# block 1

### config.mk
export PLATFORM = sky130hd
export DESIGN_NAME = mul16_seq
export DESIGN_NICKNAME = d
export VERILOG_FILES = /design/src/rtl/mul16_seq.sv
export SDC_FILE = /design/constraint.sdc
export NUM_CORES = 1
export LEC_CHECK = 0
export CAP_MARGIN = 10
export CORE_ASPECT_RATIO = 0.6
export CORE_MARGIN = 5
export CORE_UTILIZATION = 33
export DETAILED_ROUTE_END_ITERATION = 12
export GPL_TIMING_DRIVEN = 0
export PLACE_DENSITY = 0.52
export RECOVER_POWER = 25
export SYNTH_ARGS = -nofsm -noshare
export SYNTH_HDL_FRONTEND = slang
export SYNTH_SLANG_ARGS = --single-unit
### constraint.sdc
create_clock -name clk -period 5 [get_ports clk]
set_input_delay 0.75 -clock clk [delete_from_list [all_inputs] [get_ports clk]]
set_output_delay 0.75 -clock clk [all_outputs]
set_load 0.005 [all_outputs]
### src/rtl/mul16_seq.sv
// mul16_seq: sequential 16-bit shift-and-add multiplier producing the low
// 16 bits of a*b (same result for unsigned and two's-complement operands).
// A single Add16 instance is the only adder; the carry-out is discarded.

// Add16: 16-bit adder, result wraps mod 2^16.
module Add16 (
  input  logic [15:0] a,
  input  logic [15:0] b,
  output logic [15:0] out
);

  assign out = a + b;

endmodule

module mul16_seq (
  input  logic        clk,
  input  logic        reset,
  input  logic        start,
  input  logic [15:0] a,
  input  logic [15:0] b,
  output logic        busy,
  output logic        done,
  output logic [15:0] out
);

  typedef enum logic [1:0] {
    IDLE,
    RUN,
    DONE
  } state_t;

  state_t      state;
  logic [15:0] m;
  logic [15:0] q;
  logic [15:0] acc;
  logic [3:0]  cnt;
  logic [15:0] sum;
  logic [15:0] acc_next;

  // acc + M through the shared adder
  Add16 u_add (
    .a   (acc),
    .b   (m),
    .out (sum)
  );

  // Accumulator value after this iteration: add only when the current multiplier bit is set
  always_comb begin
    acc_next = acc;
    if (q[0]) begin
      acc_next = sum;
    end
  end

  // Control FSM and datapath registers; reset overrides everything including start
  always_ff @(posedge clk) begin
    if (reset) begin
      state <= IDLE;
      m     <= '0;
      q     <= '0;
      acc   <= '0;
      cnt   <= '0;
      out   <= '0;
      busy  <= 1'b0;
      done  <= 1'b0;
    end else begin
      case (state)
        IDLE: begin
          done <= 1'b0;
          if (start) begin
            m     <= a;
            q     <= b;
            acc   <= '0;
            cnt   <= '0;
            busy  <= 1'b1;
            state <= RUN;
          end
        end
        RUN: begin
          acc <= acc_next;
          m   <= {m[14:0], 1'b0};
          q   <= {1'b0, q[15:1]};
          cnt <= cnt + 4'd1;
          // Last iteration: publish the accumulator including this edge's add
          if (cnt == 4'd15) begin
            out   <= acc_next;
            done  <= 1'b1;
            state <= DONE;
          end
        end
        DONE: begin
          done  <= 1'b0;
          busy  <= 1'b0;
          state <= IDLE;
        end
        default: begin
          busy  <= 1'b0;
          done  <= 1'b0;
          state <= IDLE;
        end
      endcase
    end
  end

endmodule

# block 2

**config.mk**
```make
export PLATFORM = sky130hd
export DESIGN_NAME = conv_seq_ctrl
export DESIGN_NICKNAME = d
export VERILOG_FILES = /design/src/rtl/conv_seq_ctrl.sv
export SDC_FILE = /design/constraint.sdc
export NUM_CORES = 1
export LEC_CHECK = 0
export ABC_AREA = 1
export CORE_UTILIZATION = 30
export CTS_CLUSTER_SIZE = 16
export DETAILED_ROUTE_END_ITERATION = 8
export GPL_ROUTABILITY_DRIVEN = 1
export MAX_ROUTING_LAYER = met4
export PLACE_DENSITY = 0.46
export SYNTH_ARGS = -nofsm -noshare
export SYNTH_HDL_FRONTEND = slang
export SYNTH_SLANG_ARGS = --single-unit
```
**constraint.sdc**
```tcl
create_clock -name clk -period 6.1 [get_ports clk]
set_input_delay 1.83 -clock clk [delete_from_list [all_inputs] [get_ports clk]]
set_output_delay 1.83 -clock clk [all_outputs]
set_load 0.03 [all_outputs]
```
**src/rtl/conv_seq_ctrl.sv**
```systemverilog
// conv_seq_ctrl: control sequencer for the KxK systolic conv array.
// Walks CLR -> LDW -> STRM -> DRAIN -> FIN for one HxW feature map and
// derives every array strobe, the per-row FIFO enables and ofm_valid.
//
// Handshake: a pixel beat happens on a cycle where ifm_valid & ifm_ready are
// both high; ifm_ready is high only in STRM and never depends on ifm_valid, and
// the source must hold a presented pixel stable until the beat.
module conv_seq_ctrl #(
    parameter int KERNEL_SIZE = 3,
    parameter int DIM_WIDTH   = 8,
    parameter int FIFO_SIZE   = 10,
    parameter int PE_LAT      = 1
) (
    input  logic                   clk,
    input  logic                   rst_n,
    input  logic                   start,
    input  logic [DIM_WIDTH-1:0]   ifm_w,
    input  logic [DIM_WIDTH-1:0]   ifm_h,
    input  logic                   wgt_valid,
    input  logic                   ifm_valid,
    output logic                   ifm_ready,
    output logic                   set_wgt,
    output logic                   set_ifm,
    output logic                   set_reg,
    output logic                   wr_clr,
    output logic                   rd_clr,
    output logic [KERNEL_SIZE-1:0] wr_en,
    output logic [KERNEL_SIZE-1:0] rd_en,
    output logic                   ofm_valid,
    output logic                   busy,
    output logic                   done,
    output logic [2:0]             dbg_state
);

    localparam int K    = KERNEL_SIZE;
    // Drain length: enough advancing cycles to flush the deepest tap.
    localparam int DR   = K * K * PE_LAT + K;
    // Tap delay of the last row, D(K-1); also the coordinate-tag pipe depth.
    localparam int DMAX = K * K * PE_LAT + K - 1;
    localparam int ACW  = $clog2(DMAX + 1);
    localparam int DRW  = $clog2(DR);

    localparam logic [DIM_WIDTH-1:0] K_DIM   = DIM_WIDTH'(K);
    localparam logic [DIM_WIDTH-1:0] KM1_DIM = DIM_WIDTH'(K - 1);
    localparam logic [DIM_WIDTH-1:0] ONE_DIM = DIM_WIDTH'(1);

    typedef enum logic [2:0] {
        S_IDLE  = 3'd0,
        S_CLR   = 3'd1,
        S_LDW   = 3'd2,
        S_STRM  = 3'd3,
        S_DRAIN = 3'd4,
        S_FIN   = 3'd5
    } state_t;

    // Advancing cycles between a pixel entering the array and row i's psum leaving it.
    function automatic int tap_delay(input int i);
        return (i + 1) * K * PE_LAT + i;
    endfunction

    state_t                 state, state_nx;
    logic [DIM_WIDTH-1:0]   w_lat, h_lat;
    logic [DIM_WIDTH-1:0]   col, row;
    logic [ACW-1:0]         adv_cnt;
    logic [DRW-1:0]         drn_cnt;
    logic [DIM_WIDTH-1:0]   wcnt [K];
    logic [DMAX-1:0]        tag_sr;

    logic                   beat;
    logic                   adv;
    logic                   last_beat;
    logic                   map_bad;
    logic                   win_full;
    logic [DIM_WIDTH-1:0]   w_minus_k;

    assign beat      = ifm_valid & ifm_ready;
    assign adv       = beat | (state == S_DRAIN);
    assign last_beat = beat && (row == h_lat - ONE_DIM) && (col == w_lat - ONE_DIM);
    assign map_bad   = (w_lat < K_DIM) || (h_lat < K_DIM);
    assign win_full  = beat && (row >= KM1_DIM) && (col >= KM1_DIM);
    assign w_minus_k = w_lat - K_DIM;
    assign dbg_state = state;

    // State register.
    always_ff @(posedge clk or negedge rst_n) begin
        if (!rst_n) state <= S_IDLE;
        else        state <= state_nx;
    end

    // Next-state logic.
    always_comb begin
        state_nx = state;
        case (state)
            S_IDLE:  if (start) state_nx = S_CLR;
            S_CLR:   state_nx = map_bad ? S_FIN : S_LDW;
            S_LDW:   if (wgt_valid) state_nx = S_STRM;
            S_STRM:  if (last_beat) state_nx = S_DRAIN;
            S_DRAIN: if (drn_cnt == DRW'(DR - 1)) state_nx = S_FIN;
            S_FIN:   state_nx = S_IDLE;
            default: state_nx = S_IDLE;
        endcase
    end

    // Array strobes and FIFO enables decoded from state and the beat.
    always_comb begin
        ifm_ready = (state == S_STRM);
        set_wgt   = (state == S_LDW) && wgt_valid;
        set_ifm   = beat;
        set_reg   = adv;
        wr_clr    = (state == S_CLR);
        rd_clr    = (state == S_CLR);
        busy      = (state != S_IDLE);
        done      = (state == S_FIN);
        wr_en     = '0;
        rd_en     = '0;
        for (int i = 0; i < K; i++) begin
            wr_en[i] = adv && (adv_cnt >= ACW'(tap_delay(i)));
            rd_en[i] = wr_en[i] && (wcnt[i] == w_minus_k);
        end
    end

    // Map dimensions, sampled only when a start is accepted.
    always_ff @(posedge clk or negedge rst_n) begin
        if (!rst_n) begin
            w_lat <= '0;
            h_lat <= '0;
        end else if (state == S_IDLE && start) begin
            w_lat <= ifm_w;
            h_lat <= ifm_h;
        end
    end

    // Pixel position, advance/drain counters, FIFO fill counters and window tags.
    always_ff @(posedge clk or negedge rst_n) begin
        if (!rst_n) begin
            col       <= '0;
            row       <= '0;
            adv_cnt   <= '0;
            drn_cnt   <= '0;
            tag_sr    <= '0;
            ofm_valid <= 1'b0;
            for (int i = 0; i < K; i++) wcnt[i] <= '0;
        end else if (state == S_CLR) begin
            col       <= '0;
            row       <= '0;
            adv_cnt   <= '0;
            drn_cnt   <= '0;
            tag_sr    <= '0;
            ofm_valid <= 1'b0;
            for (int i = 0; i < K; i++) wcnt[i] <= '0;
        end else begin
            if (beat) begin
                if (col == w_lat - ONE_DIM) begin
                    col <= '0;
                    row <= row + ONE_DIM;
                end else begin
                    col <= col + ONE_DIM;
                end
            end
            if (adv && adv_cnt != ACW'(DMAX)) adv_cnt <= adv_cnt + ACW'(1);
            if (state == S_DRAIN) drn_cnt <= drn_cnt + DRW'(1);
            else                  drn_cnt <= '0;
            for (int i = 0; i < K; i++) begin
                if (wr_en[i] && wcnt[i] != w_minus_k) wcnt[i] <= wcnt[i] + ONE_DIM;
            end
            if (adv) begin
                for (int j = DMAX - 1; j > 0; j--) tag_sr[j] <= tag_sr[j-1];
                tag_sr[0] <= win_full;
            end
            // FIFO read latency is one cycle; the tag leaving the pipe names the window.
            ofm_valid <= rd_en[K-1] && tag_sr[DMAX-1];
        end
    end

endmodule
```
# block 3

<file path="src/rtl/fetch_unit_if.sv">
// -----------------------------------------------------------------------------
// fetch_unit_if
// Purpose : Bundles the fetch sequencer's control, LUT-load and status signals.
// Signals : Start, Halt, Jump, BranchEn, BranchAccept, BranchIdx  (to sequencer)
//           LutWrEn, LutWrIdx, LutWrData                          (to sequencer)
//           PC, Running, Done, CycleCount                         (from sequencer)
// Modports: master drives the controls and reads the status; slave is the
//           fetch_unit side.
// -----------------------------------------------------------------------------
interface fetch_unit_if #(
    parameter int unsigned PC_W      = 10,
    parameter int unsigned LUT_IDX_W = 5,
    parameter int unsigned CNT_W     = 16
);
    logic                 Start;
    logic                 Halt;
    logic                 Jump;
    logic                 BranchEn;
    logic                 BranchAccept;
    logic [LUT_IDX_W-1:0] BranchIdx;
    logic                 LutWrEn;
    logic [LUT_IDX_W-1:0] LutWrIdx;
    logic [PC_W-1:0]      LutWrData;
    logic [PC_W-1:0]      PC;
    logic                 Running;
    logic                 Done;
    logic [CNT_W-1:0]     CycleCount;

    modport master (
        output Start, Halt, Jump, BranchEn, BranchAccept, BranchIdx,
        output LutWrEn, LutWrIdx, LutWrData,
        input  PC, Running, Done, CycleCount
    );

    modport slave (
        input  Start, Halt, Jump, BranchEn, BranchAccept, BranchIdx,
        input  LutWrEn, LutWrIdx, LutWrData,
        output PC, Running, Done, CycleCount
    );
endinterface

</file>
<file path="src/rtl/fetch_unit.sv">
// -----------------------------------------------------------------------------
// fetch_unit
// Purpose : Program counter and fetch sequencer. Sequences IDLE -> RUN -> HALTED,
//           steps the instruction ROM address, takes jumps/accepted branches
//           through a loadable branch-target LUT and counts RUN cycles.
// Ports   : Clk      - system clock, rising edge
//           Reset_n  - asynchronous active-low reset (clears state and LUT)
//           bus      - fetch_unit_if.slave: controls in, PC/status out
// Options : FETCH_BRANCH_REL_EN - when defined, LUT entries are two's-complement
//           offsets added to the current PC; otherwise they are absolute targets.
// -----------------------------------------------------------------------------
module fetch_unit #(
    parameter int unsigned PC_W       = 10,
    parameter int unsigned LUT_IDX_W  = 5,
    parameter int unsigned START_ADDR = 0,
    parameter int unsigned CNT_W      = 16
) (
    input  logic          Clk,
    input  logic          Reset_n,
    fetch_unit_if.slave   bus
);

    localparam int unsigned LutDepth = 1 << LUT_IDX_W;

    typedef enum logic [1:0] {
        StIdle,
        StRun,
        StHalted
    } state_e;

    state_e            r_state;
    logic [PC_W-1:0]   r_pc;
    logic [CNT_W-1:0]  r_cnt;
    logic [PC_W-1:0]   r_lut [LutDepth];

    state_e            w_state_next;
    logic [PC_W-1:0]   w_pc_next;
    logic [CNT_W-1:0]  w_cnt_next;
    logic [PC_W-1:0]   w_lut_rd;
    logic [PC_W-1:0]   w_target;
    logic              w_taken;

    // Combinational read sees the pre-edge entry, so a same-cycle write to the
    // branched-to index only affects later branches.
    assign w_lut_rd = r_lut[bus.BranchIdx];
    assign w_taken  = bus.Jump | (bus.BranchEn & bus.BranchAccept);

`ifdef FETCH_BRANCH_REL_EN
    assign w_target = r_pc + w_lut_rd;
`else
    assign w_target = w_lut_rd;
`endif

    always_comb begin
        w_state_next = r_state;
        w_pc_next    = r_pc;
        w_cnt_next   = r_cnt;
        unique case (r_state)
            StIdle, StHalted: begin
                if (bus.Start) begin
                    w_state_next = StRun;
                    w_pc_next    = PC_W'(START_ADDR);
                    w_cnt_next   = '0;
                end
            end
            StRun: begin
                // The halting cycle is still a RUN cycle, so it is counted.
                if (r_cnt != {CNT_W{1'b1}}) begin
                    w_cnt_next = r_cnt + CNT_W'(1);
                end
                if (bus.Halt) begin
                    w_state_next = StHalted;
                end else if (w_taken) begin
                    w_pc_next = w_target;
                end else begin
                    w_pc_next = r_pc + PC_W'(1);
                end
            end
            default: begin
                w_state_next = StIdle;
            end
        endcase
    end

    always_ff @(posedge Clk or negedge Reset_n) begin
        if (!Reset_n) begin
            r_state <= StIdle;
            r_pc    <= PC_W'(START_ADDR);
            r_cnt   <= '0;
        end else begin
            r_state <= w_state_next;
            r_pc    <= w_pc_next;
            r_cnt   <= w_cnt_next;
        end
    end

    always_ff @(posedge Clk or negedge Reset_n) begin
        if (!Reset_n) begin
            for (int i = 0; i < LutDepth; i++) begin
                r_lut[i] <= '0;
            end
        end else if (bus.LutWrEn) begin
            r_lut[bus.LutWrIdx] <= bus.LutWrData;
        end
    end

    assign bus.PC         = r_pc;
    assign bus.Running    = (r_state == StRun);
    assign bus.Done       = (r_state == StHalted);
    assign bus.CycleCount = r_cnt;

endmodule

</file>
<file path="src/flat_wrapper.sv">
// flat-port wrapper written by rule: the top's interface ports become plain ports
module fetch_unit_flat 
#(
    parameter int unsigned PC_W       = 10,
    parameter int unsigned LUT_IDX_W  = 5,
    parameter int unsigned START_ADDR = 0,
    parameter int unsigned CNT_W      = 16
)
  (Clk, Reset_n, bus_Start, bus_Halt, bus_Jump, bus_BranchEn, bus_BranchAccept, bus_BranchIdx, bus_LutWrEn, bus_LutWrIdx, bus_LutWrData, bus_PC, bus_Running, bus_Done, bus_CycleCount);
  fetch_unit_if #(.PC_W(PC_W), .LUT_IDX_W(LUT_IDX_W), .CNT_W(CNT_W)) bus_i ();
  input  logic Clk;
  input  logic Reset_n;
  input wire logic [$bits(bus_i.Start)-1:0] bus_Start;
  input wire logic [$bits(bus_i.Halt)-1:0] bus_Halt;
  input wire logic [$bits(bus_i.Jump)-1:0] bus_Jump;
  input wire logic [$bits(bus_i.BranchEn)-1:0] bus_BranchEn;
  input wire logic [$bits(bus_i.BranchAccept)-1:0] bus_BranchAccept;
  input wire logic [$bits(bus_i.BranchIdx)-1:0] bus_BranchIdx;
  input wire logic [$bits(bus_i.LutWrEn)-1:0] bus_LutWrEn;
  input wire logic [$bits(bus_i.LutWrIdx)-1:0] bus_LutWrIdx;
  input wire logic [$bits(bus_i.LutWrData)-1:0] bus_LutWrData;
  output wire logic [$bits(bus_i.PC)-1:0] bus_PC;
  output wire logic [$bits(bus_i.Running)-1:0] bus_Running;
  output wire logic [$bits(bus_i.Done)-1:0] bus_Done;
  output wire logic [$bits(bus_i.CycleCount)-1:0] bus_CycleCount;
  assign bus_i.Start = bus_Start;
  assign bus_i.Halt = bus_Halt;
  assign bus_i.Jump = bus_Jump;
  assign bus_i.BranchEn = bus_BranchEn;
  assign bus_i.BranchAccept = bus_BranchAccept;
  assign bus_i.BranchIdx = bus_BranchIdx;
  assign bus_i.LutWrEn = bus_LutWrEn;
  assign bus_i.LutWrIdx = bus_LutWrIdx;
  assign bus_i.LutWrData = bus_LutWrData;
  assign bus_PC = bus_i.PC;
  assign bus_Running = bus_i.Running;
  assign bus_Done = bus_i.Done;
  assign bus_CycleCount = bus_i.CycleCount;
  fetch_unit #(.PC_W(PC_W), .LUT_IDX_W(LUT_IDX_W), .START_ADDR(START_ADDR), .CNT_W(CNT_W)) u_core (.Clk(Clk), .Reset_n(Reset_n), .bus(bus_i));
endmodule
</file>
<file path="config.mk">
export PLATFORM = sky130hd
export DESIGN_NAME = fetch_unit_flat
export DESIGN_NICKNAME = d
export VERILOG_FILES = /design/src/rtl/fetch_unit_if.sv /design/src/rtl/fetch_unit.sv /design/src/flat_wrapper.sv
export SDC_FILE = /design/constraint.sdc
export NUM_CORES = 1
export LEC_CHECK = 0
export CAP_MARGIN = 10
export CORE_UTILIZATION = 50
export CTS_CLUSTER_SIZE = 28
export DETAILED_ROUTE_END_ITERATION = 10
export PLACE_DENSITY_LB_ADDON = 0.05
export SETUP_SLACK_MARGIN = 0.15
export SYNTH_ARGS = -nofsm -noshare
export SYNTH_HDL_FRONTEND = slang
export SYNTH_SLANG_ARGS = --single-unit
</file>
<file path="constraint.sdc">
create_clock -name Clk -period 1.7 [get_ports Clk]
set_input_delay 0.34 -clock Clk [delete_from_list [all_inputs] [get_ports Clk]]
set_output_delay 0.34 -clock Clk [all_outputs]
set_load 0.02 [all_outputs]
</file>
block_2/wires.png
Drawn at 3 px/µm. Only two layers are drawn.
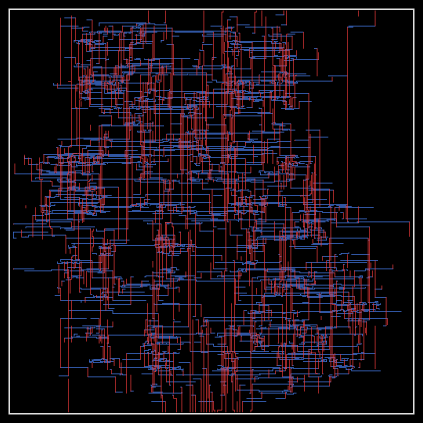
- red: metal 2 (wire length 6,260 µm)
- blue: metal 1 (wire length 6,590 µm)
GRT Util Overall: 16.9%
wirelength, routed: 13,500 µm
average detailed-routed wire length per instance: 14.0 µm

==> summary.txt, block 2 <==
fresh numbers from the pnr run: number of hold violations in the final report=0, Cell Area, Placed=between 0.005 and 0.006 mm², cell taking the most area after synthesis=sky130_fd_sc_hd__dfrtp_1, Min Clock Period, post-route=5.65 ns, Final Net Count=between 700 and 800, area added between synthesis and finish=16.5%, clock transition at the registers of the reported paths=0.06 ns, post-CTS setup buffer count=0, clock insertion delay at the later pin of the skew report=0.35 ns, commonest non-fill, non-tap cells in the layout=sky130_fd_sc_hd__nand2_1 (151), sky130_fd_sc_hd__inv_1 (86), sky130_fd_sc_hd__dfrtp_1 (79), sequence of cells on the critical path=clkdlybuf4s50_1 > nand2_4 > nand2_4 > inv_4 > a21oi_4 > inv_2 > nor4_2 > clkdlybuf4s50_1, core utilization of the finished layout=35.7%, Most used DFF post-synth=sky130_fd_sc_hd__dfrtp_1, power attributed to the clock group=about 530 µW, most popular library cell in the synthesized design by count=sky130_fd_sc_hd__nand2_1, Final TNS setup=0 ns, Largest type area fraction=37.6%, cell with the biggest individual delay on the critical path=sky130_fd_sc_hd__clkdlybuf4s50_1, total number of sequential cells=roughly 80, Flop+latch power=742 µW, chip height=134 µm, weighted congestion reported at the end of routability-driven placement=0.820, final instance area=0.00612 mm², share of synthesized cell area in full adder, half adder and majority cells=roughly 3.1%, portion of the layout cell area used by clock cells=4.66%, Combinational Area=0.00280 mm², outcome=finished clean, number of cells traversed by the worst hold path=1, yosys stat cell total=between 600 and 700
[block 2: sequential cells by signal, indices dropped and copies added, names as in the netlist]
| register | count |
|---|---|
| adv_cnt | 4 |
| col | 8 |
| dbg_state | 3 |
| ofm_valid | 1 |
| row | 8 |
| drn_cnt | 4 |
| w_lat | 8 |
| wcnt | 24 |
| tag_sr | 11 |
| h_lat | 8 |
[block 2: routing by layer]
layer / vias to the layer above / global-route usage (%) / routed length [µm]
li1: 2336 / - / -
met1: 2175 / 21.8 / 6590
met2: 64 / 26.7 / 6260
met3: 17 / 3.70 / 411
met4: 0 / 4.12 / 184
met5: - / - / 0
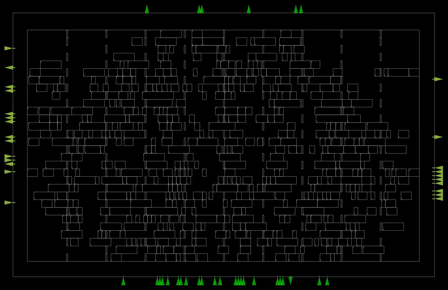
block_1/placement.png
core outline area: 0.0113 mm²
total number of sequential cells: 72
Cell Rows: 30
total of fill cells in the finished design: 1,127

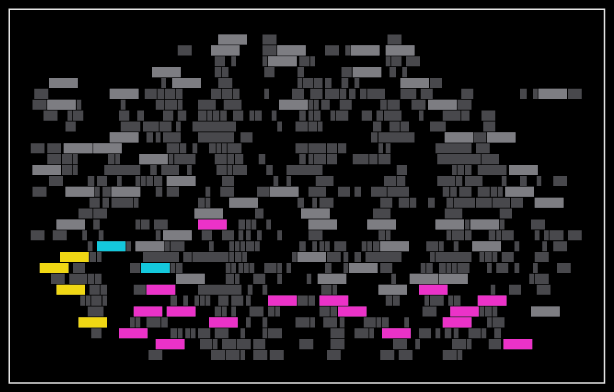
block_1/flops_by_reg.png
Drawn at 4 px/µm. Other sequential cells in the stronger grey, the rest of the logic in the fainter grey.
- magenta: `q` (placed flops 16)
- cyan: `state` (placed flops 2)
- yellow: `cnt` (placed flops 4; where lower left)
- not coloured: 50
Flop+latch power: 635 µW
core utilization of the finished layout: 43.0%

==> summary.txt, block 1 <==
fresh numbers from the pnr run: number of antenna violations at the first check in global routing=0, overall power of the completed layout=1.65 mW, pre-CTS setup slack=approximately 2.2 ns, first element of the critical path=m[0], start point of the worst hold path=done, multi-input gate count=between 300 and 400, met1 layer usage reported by global route=30.0%, number of enable flip-flop cells=0, pre-placement core utilization=33.7%, Met2 Routed Length=4620 µm, area share of buffers outside the clock network=13.8%, outcome=finished clean, largest vdd supply drop=0.169 mV, mux frac, synth=2.47%, maximum number of pins on one net before global-route repair=13, Worst path max stage delay=0.42 ns, CTS tree=built, yosys stat cell total=between 400 and 500, routed metal-1 wirelength=6990 µm, Critical R2R Launch=m[0], Final Slew Violations=0, final hold slack=0.451 ns, highest routed layer=met4, summed standard-cell area reported by yosys=0.00379 mm², Reg2Reg Setup Slack=2.24 ns, switching pwr=around 440 µW, number of cells traversed by the worst hold path=2, Post-Synthesis Cells=459, maxcap violations=0, Largest type area fraction=38.0%, number of logic inverters in the finished layout=10, post-CTS setup buffer count=0, sequence of cells on the critical path=ha_1 > fa_1 > a21o_4 > a311oi_2 > o21bai_2 > a311o_1 > a311oi_1 > nor3_1, cell with the biggest individual delay on the critical path=sky130_fd_sc_hd__fa_1, vias in the first global route=3,438, RSZ-0062 raised after global routing=no, yosys xor share=2.08%, Complex Gates by Area=26.4%, critical path fanouts, max=3, cts bufs inserted=9, crit path to=out[10]
==> block 1: sequential cells by signal, summed over array words and instances, names as in the netlist <==
name   cells
m         16
q         16
busy       1
cnt        4
out       16
acc       16
state      2
done       1
==> block 1: kinds of logic (layout without fill, tap and decap cells) <==
family / Yosys count / count (layout)
mux: 9 / 9
xor+xnor: 9 / 9
compound gates: 131 / 131
buf+inv: 43 / 111
flops: 72 / 72
fa+ha+maj: 17 / 17
simple gates: 178 / 178
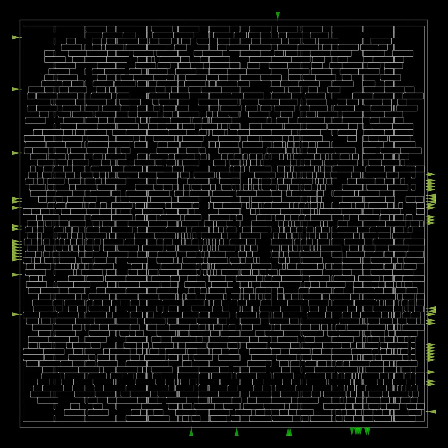
block_3/placement.png
tap cell instance count: 402
core utilization of the finished layout: 67.8%

==> summary.txt, block 3 <==
fresh numbers from the pnr run: yosys stat cell total=about 1,100, cell taking the most area after synthesis=sky130_fd_sc_hd__dfrtp_1, area added between synthesis and finish=32.5%, crit path DRT=approximately 2.1 ns, overflow left after global routing=0, violated checks=negative setup slack, DRC marker count from the first detailed-route iteration=701, met3 layer wire length in the routed design=2340 µm, Critical R2R Launch=u_core.r_lut[199], Hold/Removal Path Class=input pin to asynchronous set/reset pin, Fmax achieved=511 MHz, top logic cell family in the synthesized netlist=multiplexers, final count of negative-setup-slack endpoints=8, capture instance of the worst register-to-register path=u_core.bus.PC[9], yosys xor share=0.647%, Largest type area fraction=53.6%, layout cell share with drive strength beyond 1=around three fifths, outcome=finished with violations, Cell Rows=65, total half-perimeter wirelength after legalization and detailed placement=29,700 µm, combinational group share of total power=21.4%, Routed Antenna Nets=0, Combinational Area=roughly 0.0080 mm², Worst Slack Setup Final=-0.257 ns, sequence of cells on the critical path=mux4_2 > mux4_2 > nor2b_4 > nor4_1 > a221o_1, Post-Layout Cell Count=1,793, Top area cell types=sky130_fd_sc_hd__dfrtp_1 (54%), sky130_fd_sc_hd__mux2_2 (22%), sky130_fd_sc_hd__mux4_2 (9.6%), sky130_fd_sc_hd__nand2_1 (1.4%), sky130_fd_sc_hd__mux4_1 (1.3%), overall power of the completed layout=24.8 mW
## block 3: kinds of logic after synthesis
logic type,count (synthesis)
mux,423
simple gates,188
fa+ha+maj,2
xor+xnor,12
buf+inv,77
flops,348
compound gates,63
## block 3: final cells by class
cell class	instances	share of cell area [%]
Tap cell	402	2.34
Sequential cell	348	40.6
Timing Repair Buffer	279	13.8
Clock buffer	61	5.77
Inverter	7	0.122
Clock inverter	8	0.430
Multi-Input combinational cell	688	37.0
## block 3: state kept, by name (all words and copies together), names as in the netlist
register,count
u_core.r_state,2
u_core.r_lut,320
u_core.bus.PC,10
u_core.bus.CycleCount,16

==> layout pictures side by side <==
Placed cells, one colour a class.
panel A
Drawn at 2 px/µm.
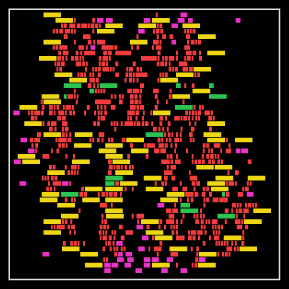
panel B
Drawn at 1.5 px/µm.
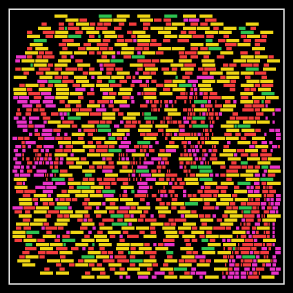
panel C
Drawn at 2 px/µm.
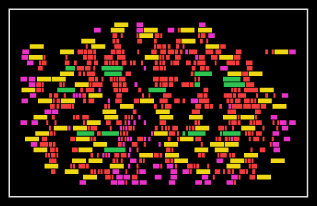
panel A -> block 2
panel C -> block 1
panel B -> block 3



## Gallery

M3 wires.
picture 1
Drawn at 2 px/µm.
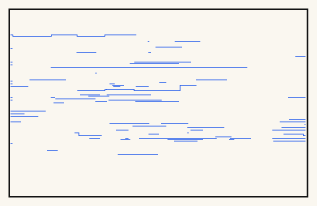
picture 2
Drawn at 2 px/µm.
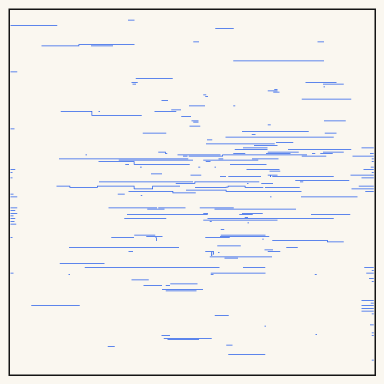
picture 3
Drawn at 3 px/µm.
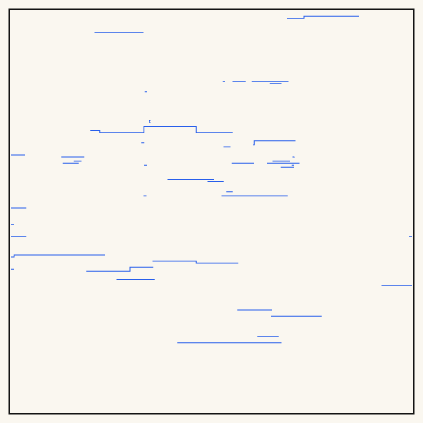
| picture | from |
|---|---|
| picture 3 | block 2 |
| picture 2 | block 3 |
| picture 1 | block 1 |
The one with the largest die is picture 2.

Key to picture 2:
- main direction: horizontal
- wire length on this layer: 2,340 µm
- nets with wire on the layer: 141

Power figures rest on the tool's default switching activity, not on a simulated workload.
